=== rename_tag_scheduler ===
### The metal 2 layer, rename_tag_scheduler

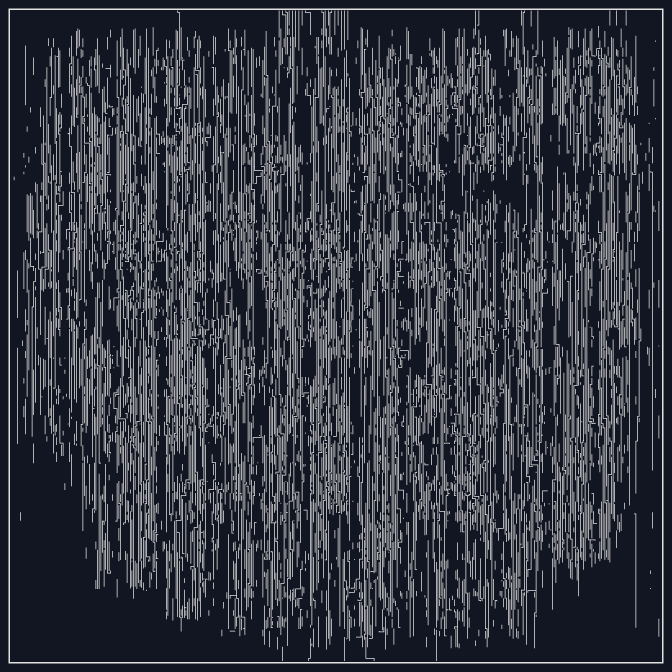
**config.mk**
```make
export PLATFORM = sky130hd
export DESIGN_NAME = rename_tag_scheduler
export DESIGN_NICKNAME = d
export VERILOG_FILES = /design/src/rtl/rename_tag_scheduler.sv
export SDC_FILE = /design/constraint.sdc
export NUM_CORES = 1
export LEC_CHECK = 0
export ABC_AREA = 1
export CAP_MARGIN = 20
export CORE_MARGIN = 1.5
export CORE_UTILIZATION = 45
export DETAILED_ROUTE_END_ITERATION = 8
export GPL_ROUTABILITY_DRIVEN = 0
export SLEW_MARGIN = 15
export SYNTH_ARGS = -nofsm -noshare
export SYNTH_HDL_FRONTEND = slang
export SYNTH_SLANG_ARGS = --single-unit
```
**constraint.sdc**
```tcl
create_clock -name clk -period 2.15 [get_ports clk]
set_input_delay 0.215 -clock clk [delete_from_list [all_inputs] [get_ports clk]]
set_output_delay 0.215 -clock clk [all_outputs]
set_load 0.01 [all_outputs]
```
**src/rtl/rename_tag_scheduler.sv**
```systemverilog
// -----------------------------------------------------------------------------
// rename_tag_scheduler
//
// Producer-tag allocator and register-status scoreboard between decode and
// dispatch. Each architectural register carries a valid bit and a tail tag
// naming its newest in-flight producer. Decode receives the operand status
// and the destination tag for an instruction in the same cycle. Result
// broadcasts retire tags and mark the registers waiting on them as ready.
//
// Ports
//   clk, rst_n                 clock, asynchronous active-low reset
//   issue_valid / issue_ready  decode handshake (ready is combinational)
//   issue_ra1, issue_ra2       source register addresses
//   issue_wa, issue_wr         destination register and its write enable
//   rs1_valid/rs1_tag,
//   rs2_valid/rs2_tag          operand readiness, or the tag to wait on
//   alloc_tag                  tag given to the accepted result, 0 if none
//   cdb_valid, cdb_tag         result broadcast
//   flush                      discard every in-flight producer
//   free_count                 registered number of free tags
//   cdb_err                    registered pulse: broadcast of a tag not in use
// -----------------------------------------------------------------------------
module rename_tag_scheduler #(
    parameter int NUM_TAGS = 16,
    parameter int TAG_W    = 7
) (
    input  logic             clk,
    input  logic             rst_n,
    input  logic             issue_valid,
    output logic             issue_ready,
    input  logic [4:0]       issue_ra1,
    input  logic [4:0]       issue_ra2,
    input  logic [4:0]       issue_wa,
    input  logic             issue_wr,
    output logic             rs1_valid,
    output logic             rs2_valid,
    output logic [TAG_W-1:0] rs1_tag,
    output logic [TAG_W-1:0] rs2_tag,
    output logic [TAG_W-1:0] alloc_tag,
    input  logic             cdb_valid,
    input  logic [TAG_W-1:0] cdb_tag,
    input  logic             flush,
    output logic [7:0]       free_count,
    output logic             cdb_err
);

    logic [31:0]        valid_q, valid_d;
    logic [TAG_W-1:0]   tail_q [32];
    logic [TAG_W-1:0]   tail_d [32];
    logic [NUM_TAGS:1]  busy_q, busy_d;
    logic [7:0]         free_count_q, free_count_d;
    logic               cdb_err_q, cdb_err_d;

    logic               needs_tag;
    logic               do_alloc;
    logic               cdb_hit;
    logic [TAG_W-1:0]   free_tag;

    // x0 is never renamed, so valid_q[0] stays 1 and its lookup is always
    // "ready, tag 0" without a special case.
    assign needs_tag   = issue_wr & (issue_wa != 5'd0);
    assign issue_ready = !flush & ((free_count_q != 8'd0) | !needs_tag);
    assign do_alloc    = issue_valid & issue_ready & needs_tag;
    assign alloc_tag   = do_alloc ? free_tag : '0;

    // Operand lookup from pre-edge state, with a same-cycle broadcast bypass.
    // A valid register may hold a stale tail equal to cdb_tag; that is
    // harmless because it already reads as ready.
    assign rs1_valid = valid_q[issue_ra1] | (cdb_valid & (tail_q[issue_ra1] == cdb_tag));
    assign rs2_valid = valid_q[issue_ra2] | (cdb_valid & (tail_q[issue_ra2] == cdb_tag));
    assign rs1_tag   = rs1_valid ? '0 : tail_q[issue_ra1];
    assign rs2_tag   = rs2_valid ? '0 : tail_q[issue_ra2];

    assign free_count = free_count_q;
    assign cdb_err    = cdb_err_q;

    // Lowest-numbered free tag. When none is free, free_count_q is 0 and the
    // stall keeps the stale value from being used.
    always_comb begin
        free_tag = '0;
        for (int i = NUM_TAGS; i >= 1; i--) begin
            if (!busy_q[i]) free_tag = TAG_W'(i);
        end
    end

    // A broadcast counts only for a tag in 1..NUM_TAGS that is currently busy.
    always_comb begin
        cdb_hit = 1'b0;
        for (int i = 1; i <= NUM_TAGS; i++) begin
            if (cdb_valid && (cdb_tag == TAG_W'(i)) && busy_q[i]) cdb_hit = 1'b1;
        end
    end

    always_comb begin
        // NOTE: every _d signal takes its hold value first so that no path
        // through this block leaves it unassigned and infers a latch.
        valid_d      = valid_q;
        tail_d       = tail_q;
        busy_d       = busy_q;
        free_count_d = free_count_q;
        cdb_err_d    = 1'b0;

        if (flush) begin
            valid_d = '1;
            for (int r = 0; r < 32; r++) tail_d[r] = '0;
            busy_d       = '0;
            free_count_d = 8'(NUM_TAGS);
        end else begin
            cdb_err_d = cdb_valid & !cdb_hit;

            if (cdb_hit) begin
                for (int i = 1; i <= NUM_TAGS; i++) begin
                    if (cdb_tag == TAG_W'(i)) busy_d[i] = 1'b0;
                end
                for (int r = 0; r < 32; r++) begin
                    if (!valid_q[r] && (tail_q[r] == cdb_tag)) valid_d[r] = 1'b1;
                end
                free_count_d = free_count_d + 8'd1;
            end

            // The rename comes after the broadcast so that a destination whose
            // old producer is retiring this cycle still ends up pending on
            // the new tag. free_tag comes from pre-edge state, so a tag freed
            // this cycle cannot be handed out until the next one.
            if (do_alloc) begin
                for (int i = 1; i <= NUM_TAGS; i++) begin
                    if (free_tag == TAG_W'(i)) busy_d[i] = 1'b1;
                end
                valid_d[issue_wa] = 1'b0;
                tail_d[issue_wa]  = free_tag;
                free_count_d      = free_count_d - 8'd1;
            end
        end
    end

    always_ff @(posedge clk or negedge rst_n) begin
        if (!rst_n) begin
            valid_q <= '1;
            // NOTE: the tail array is architectural state that must read as
            // "no producer" straight after reset, so it is reset as well
            // instead of being left as an uninitialised memory.
            for (int r = 0; r < 32; r++) tail_q[r] <= '0;
            busy_q       <= '0;
            free_count_q <= 8'(NUM_TAGS);
            cdb_err_q    <= 1'b0;
        end else begin
            // NOTE: non-blocking assignments, so every flop samples the
            // pre-edge value of every other flop.
            valid_q      <= valid_d;
            tail_q       <= tail_d;
            busy_q       <= busy_d;
            free_count_q <= free_count_d;
            cdb_err_q    <= cdb_err_d;
        end
    end

endmodule
```
==> notes.md <==
The flow completed. The flow ran to the end, but the final reports show violations. The final reports fail on negative setup slack. Combined area of all synthesized cells landed at 14600 um^2. Area taken by multi-input logic gates landed at 8690 um^2.

Clock latency at the later pin of the worst-skew pair landed at 0.55 ns. Count of unique library cells instantiated by Yosys landed at 40. The number of antenna violations at the first check in global routing was 1.

The kind of cell with the highest combined delay along the critical path is simple AND/OR/NAND/NOR gates. Number of hold violations in the final report landed at 0. The number of global-route vias before repair is 16500. Buffers inserted during clock tree synthesis total 26. In this run the standard cell core region covers 31800 um^2. Worst path arrival time landed at 2.53 ns.

Total number of clock tree sinks landed at 217. Area after detailed placement landed at 18500 um^2. Of the total power, combinational logic draws 0.191. In the post-route analysis, the smallest setup slack over all paths is -0.599 ns. DRC violation count after routing landed at 0. Post-synthesis chip area from yosys landed at 14600 um^2.

After synthesis the netlist holds a flip-flop and latch count of 217. XOR/XNOR share of the synthesized area landed at 0.0419. Number of fillers in the final layout landed at 2745. After the first detailed-routing iteration, the DRC count stood at 2486. Worst relative slew slack landed at 0.451. The power report puts the net switching power at 3.18 mW.

Register cell area after layout landed at 5470 um^2. The longest clock path from root to sink contains 3 buffers. Via density per instance landed at 6.22.

Share of synthesized registers carrying an async set or reset landed at 1.00. Setup repair after global routing could not meet its margin everywhere. The worst-case IR drop observed on VDD is 0.000634 V. For this run, the final setup violation count is recorded as 18. The biggest slice of the total power is consumed by clock. Post-synth the commonest register cell is dfrtp_1. The floorplan has 65 rows. Clock-net power landed at 4.44 mW. Clock network fraction of total power landed at 0.420. The transition time recorded at the tightest slew-check pin is 0.803 ns. The die covers 33600 um^2. Counting I/O delays and the setup requirement, the final critical path takes 2.75 ns. Count of max-cap constraint violations landed at 0. Of the post-synthesis cell area, the dominant cell type holds 0.315.
Notes on 'The metal 2 layer' of rename_tag_scheduler above:
The layer carries 28.6 mm of wire. The layer holds 44% of the routed length. The longest straight run is 83.8 um. 2017 nets have wire on it. The wires run mostly vertical.

## layout make-up
| type | instances | area share |
|---|---|---|
| repair buffers | 517 | 0.217 |
| flip-flops and latches | 217 | 0.264 |
| diodes | 1 | 0.000121 |
| well taps | 435 | 0.0263 |
| clock inverters | 9 | 0.00381 |
| clock buffers | 38 | 0.0366 |
| inverters | 172 | 0.0325 |
| multi-input cells | 1485 | 0.420 |
## sequential cells by signal, summed over array words and instances, names as in the netlist
signal and flops:
busy_q 16, cdb_err 1, free_count 8, tail_q 160, valid_q 32

=== pe_cfg_seq ===
### src/rtl/pe_cfg_seq.sv
// Configuration sequencer: parses header/payload words from an upstream stream
// and drives the valid-tagged configure ports of three processing elements.
module pe_cfg_seq #(
    parameter int unsigned DATA_W  = 32,
    parameter int unsigned TIMEOUT = 1023
) (
    input  logic              clk,
    input  logic              reset,
    input  logic              start,
    input  logic              cfg_in_valid,
    input  logic [DATA_W-1:0] cfg_in_data,
    output logic              cfg_in_ready,
    output logic [DATA_W:0]   PE0_Configure_Inport,
    output logic [DATA_W:0]   PE1_Configure_Inport,
    output logic [DATA_W:0]   PE2_Configure_Inport,
    output logic              busy,
    output logic              done,
    output logic              err,
    output logic [15:0]       words_total
);

    // Idle counter only has to reach TIMEOUT-1; the next empty cycle is the timeout.
    localparam int unsigned      CNT_W     = (TIMEOUT > 2) ? $clog2(TIMEOUT) : 1;
    localparam logic [CNT_W-1:0] IDLE_LAST = CNT_W'(TIMEOUT - 1);

    typedef enum logic [1:0] {
        S_IDLE,
        S_HDR,
        S_PAY,
        S_DONE
    } state_t;

    state_t            r_state;
    state_t            w_next;
    logic              w_ready;
    logic              w_xfer;
    logic              w_pay_xfer;
    logic              w_start_acc;
    logic              w_timeout;
    logic [7:0]        w_hdr_cnt;
    logic [1:0]        w_hdr_dst;
    logic [7:0]        r_remain;
    logic [1:0]        r_dst;
    logic [CNT_W-1:0]  r_idle_cnt;
    logic              r_err;
    logic [15:0]       r_words;
    logic [DATA_W:0]   r_pe [3];

    assign w_hdr_cnt   = cfg_in_data[31:24];
    assign w_hdr_dst   = cfg_in_data[1:0];
    assign w_ready     = (r_state == S_HDR) || (r_state == S_PAY);
    assign w_xfer      = cfg_in_valid & w_ready;
    assign w_pay_xfer  = w_xfer && (r_state == S_PAY);
    assign w_start_acc = start && (r_state == S_IDLE);

    always_ff @(posedge clk or negedge reset) begin
        if (!reset) begin
            r_state <= S_IDLE;
        end else begin
            r_state <= w_next;
        end
    end

    always_comb begin
        w_next    = r_state;
        w_timeout = 1'b0;
        unique case (r_state)
            S_IDLE: begin
                if (start) w_next = S_HDR;
            end
            S_HDR: begin
                if (w_xfer) w_next = (w_hdr_cnt == 8'd0) ? S_DONE : S_PAY;
            end
            S_PAY: begin
                if (w_xfer) begin
                    if (r_remain == 8'd1) w_next = S_HDR;
                end else if (r_idle_cnt == IDLE_LAST) begin
                    w_timeout = 1'b1;
                    w_next    = S_IDLE;
                end
            end
            S_DONE: begin
                w_next = S_IDLE;
            end
            default: begin
                w_next = S_IDLE;
            end
        endcase
    end

    always_ff @(posedge clk or negedge reset) begin
        if (!reset) begin
            r_remain   <= '0;
            r_dst      <= '0;
            r_idle_cnt <= '0;
            r_err      <= 1'b0;
            r_words    <= '0;
            for (int unsigned k = 0; k < 3; k++) begin
                r_pe[k] <= '0;
            end
        end else begin
            if (r_state == S_HDR && w_xfer) begin
                r_remain <= w_hdr_cnt;
                r_dst    <= w_hdr_dst;
            end else if (w_pay_xfer) begin
                r_remain <= r_remain - 8'd1;
            end

            r_idle_cnt <= (r_state == S_PAY && !w_xfer) ? r_idle_cnt + 1'b1 : '0;

            if (w_start_acc) begin
                r_err <= 1'b0;
            end else if (w_timeout) begin
                r_err <= 1'b1;
            end

            if (w_start_acc) begin
                r_words <= '0;
            end else if (w_pay_xfer && r_words != 16'hFFFF) begin
                r_words <= r_words + 16'd1;
            end

            // Valid is a one-cycle beat; payload bits hold until overwritten.
            for (int unsigned k = 0; k < 3; k++) begin
                r_pe[k][DATA_W] <= 1'b0;
                if (w_pay_xfer && (r_dst == 2'd3 || r_dst == 2'(k))) begin
                    r_pe[k] <= {1'b1, cfg_in_data};
                end
            end
        end
    end

    assign cfg_in_ready         = w_ready;
    assign busy                 = (r_state != S_IDLE);
    assign done                 = (r_state == S_DONE);
    assign err                  = r_err;
    assign words_total          = r_words;
    assign PE0_Configure_Inport = r_pe[0];
    assign PE1_Configure_Inport = r_pe[1];
    assign PE2_Configure_Inport = r_pe[2];

endmodule

### config.mk
export PLATFORM = sky130hd
export DESIGN_NAME = pe_cfg_seq
export DESIGN_NICKNAME = d
export VERILOG_FILES = /design/src/rtl/pe_cfg_seq.sv
export SDC_FILE = /design/constraint.sdc
export NUM_CORES = 1
export LEC_CHECK = 0
export ABC_AREA = 1
export CAP_MARGIN = 20
export CORE_MARGIN = 2
export CORE_UTILIZATION = 45
export DETAILED_ROUTE_END_ITERATION = 8
export PLACE_DENSITY = 0.75
export SYNTH_ARGS = -nofsm -noshare
export SYNTH_HDL_FRONTEND = slang
export SYNTH_SLANG_ARGS = --single-unit
export TNS_END_PERCENT = 1
### constraint.sdc
create_clock -name clk -period 3.11 [get_ports clk]
set_input_delay 0.7775 -clock clk [delete_from_list [all_inputs] [get_ports clk]]
set_output_delay 0.7775 -clock clk [all_outputs]
set_load 0.005 [all_outputs]
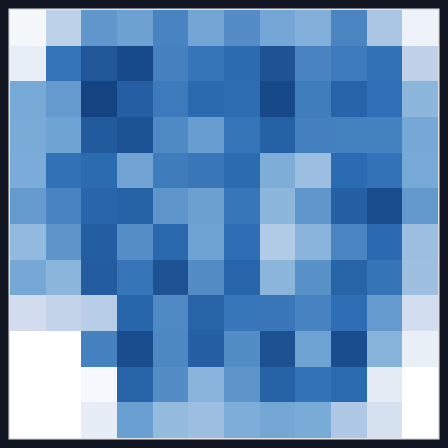
*Placement density heat map, pe_cfg_seq*
12 x 12 tiles, from white (low) to dark blue (high), 0 to 100% covered.
The fullest tile reaches 92%. The mean over all tiles is 57%. The emptiest ninth of the die: lower left. 26% of the tiles are over 75% full.

==> notes.md <==
The flow completed. The mapped netlist covers 5990 um^2. Total number of tap cells landed at 176. In this run, the synthesized area fraction spent on and/or/nand/nor cells is recorded as 0.204. Number of rows created at floorplan landed at 42. Counting instances in the post-synthesis netlist gives the leading cell types as 138 x dfrtp_1, 135 x nand2_1, 106 x nor2_1. The pin closest to its max-slew limit shows a slew of 0.625 ns. Global-route congestion overflow total landed at 0. The critical path maximum fanout is 5.

Synthesis-to-layout area growth landed at 38.2%. Per the detail_route log, the uppermost layer with routed signals is met4. In this run, the synthesized area fraction spent on adder and majority cells is recorded as 0.0292.

The power report puts the net switching power at 2.38 mW. The flow reports an fmax of 385 MHz. By instance count after routing, the leading logic cell types are 153 x clkdlybuf4s50_1, 138 x dfrtp_1, 134 x nand2_1, 104 x nor2_1. Placeable core area landed at 13100 um^2. In the log, the iteration count for the first detailed-route pass is 7. Net count reported at finish landed at 879. Share of the final layout cell area in sequential cells landed at 0.417. XOR/XNOR share of the synthesized area landed at 0.0132. Count of clock buffers in the final design landed at 21. Area taken by multi-input logic gates landed at 2160 um^2.

Leaving out fill and tap cells, the most frequent cell in the layout is clkdlybuf4s50_1. Number of warnings issued by yosys landed at 0. Per the synth stats, the flop cell with the highest instance count is dfrtp_1. Number of antenna violations at the first check in global routing landed at 0. Multi-input combinational cell count landed at 439. Leakage power total landed at 3.81 nW. The first global-routing pass estimated 24.4 mm of wire.

Final-layout setup total negative slack landed at 0 ns. Buffer share of cell area landed at 0.196. Total number of clock tree sinks landed at 138. Power attributed to sequential cells landed at 2.91 mW. The worst hold path belongs to the class input pin to asynchronous set/reset pin. dfrtp_1 is the most common cell in the netlist.

Setup repair after global routing left no endpoint under its margin. Switching fraction of total power landed at 0.314. Global routing met3 resource utilization landed at 0.0508. Part of the total power dissipated in sequential elements landed at 0.385. The registers of the reported paths see a clock transition of 0.05 ns.

Wire length on met3 landed at 696 um. The number of global-route vias before repair was 4898. Die area landed at 14200 um^2. Of the total synthesized cell area, the portion taken by AND-OR and OR-AND cells is 0.111. Global routing usage on met2 landed at 0.375. DRC violation count after routing landed at 0. The largest share of the power goes to sequential cells. The area fraction of the largest cell type after synthesis is 0.577. In the finished design, the share of the clock period the worst path needs comes to 0.836.

Per Yosys stat, the portion of area used by sequential elements is 0.577. The flow ran to the end, and the final reports show no timing, DRC or antenna violations. The portion of synthesized area spent on multiplexers is 0. Post-synth tally of flip-flops with integrated enable landed at 0. The buffer_ports step reported a buffer count of 154. The flow reports power dissipated in the clock network as 1.85 mW. For reference, the most critical setup path is categorized as flip-flop to output port. Counting the inverters off the clock network in the layout gives 73. For this design, Yosys synthesis ends with a cell count of 675. Pin placement for this block handled 155 I/O pins. The highest supply drop recorded on VDD is 0.000499 V.

For this run, global-route usage on met1 was measured as 0.265.
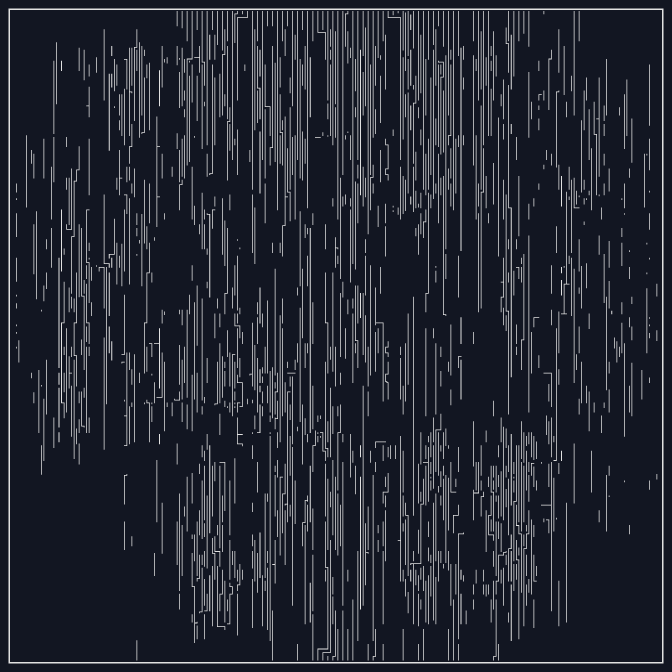
*The metal 2 layer, pe_cfg_seq*
The layer carries 7780 um of wire. The layer holds 52% of the routed length.

-- worst max-delay path, cell delays in order, from the launching register on --
cell and delay [ns]:
dfrtp_1 0.42, inv_1 0.11, ha_1 0.36, clkdlybuf4s50_1 0.52
-- per-stage QoR --
step	worst slack, ns	std cells	power [mW]	area (um^2)	hold WS [ns]
after floorplan	1.38	675	4.01	5990	0.454
after global placement	0.682	986	5.61	7730	0.465
after detailed placement	0.632	986	5.73	7730	0.477
after CTS	0.494	1018	7.63	8280	0.320
after global routing	0.403	1018	8.04	8280	0.342
final	0.509	1018	7.55	8280	0.304


==> notes/layouts.md <==
Pictures saved along the way, in no particular order.

Wiring by layer.
image #1
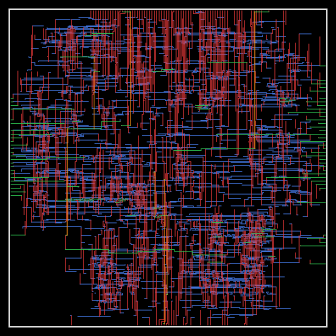
image #2
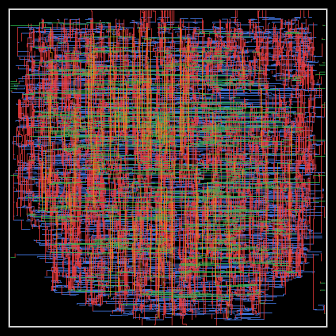
- most wire: image #2
rename_tag_scheduler -> image #2
pe_cfg_seq -> image #1

Key to image #1:
Key: met1 = blue [wire length 6330 um]; met4 = orange [wire length 263 um]; met2 = red [wire length 7780 um]; met3 = green [wire length 696 um]

Power is estimated from default activity; no workload was simulated.
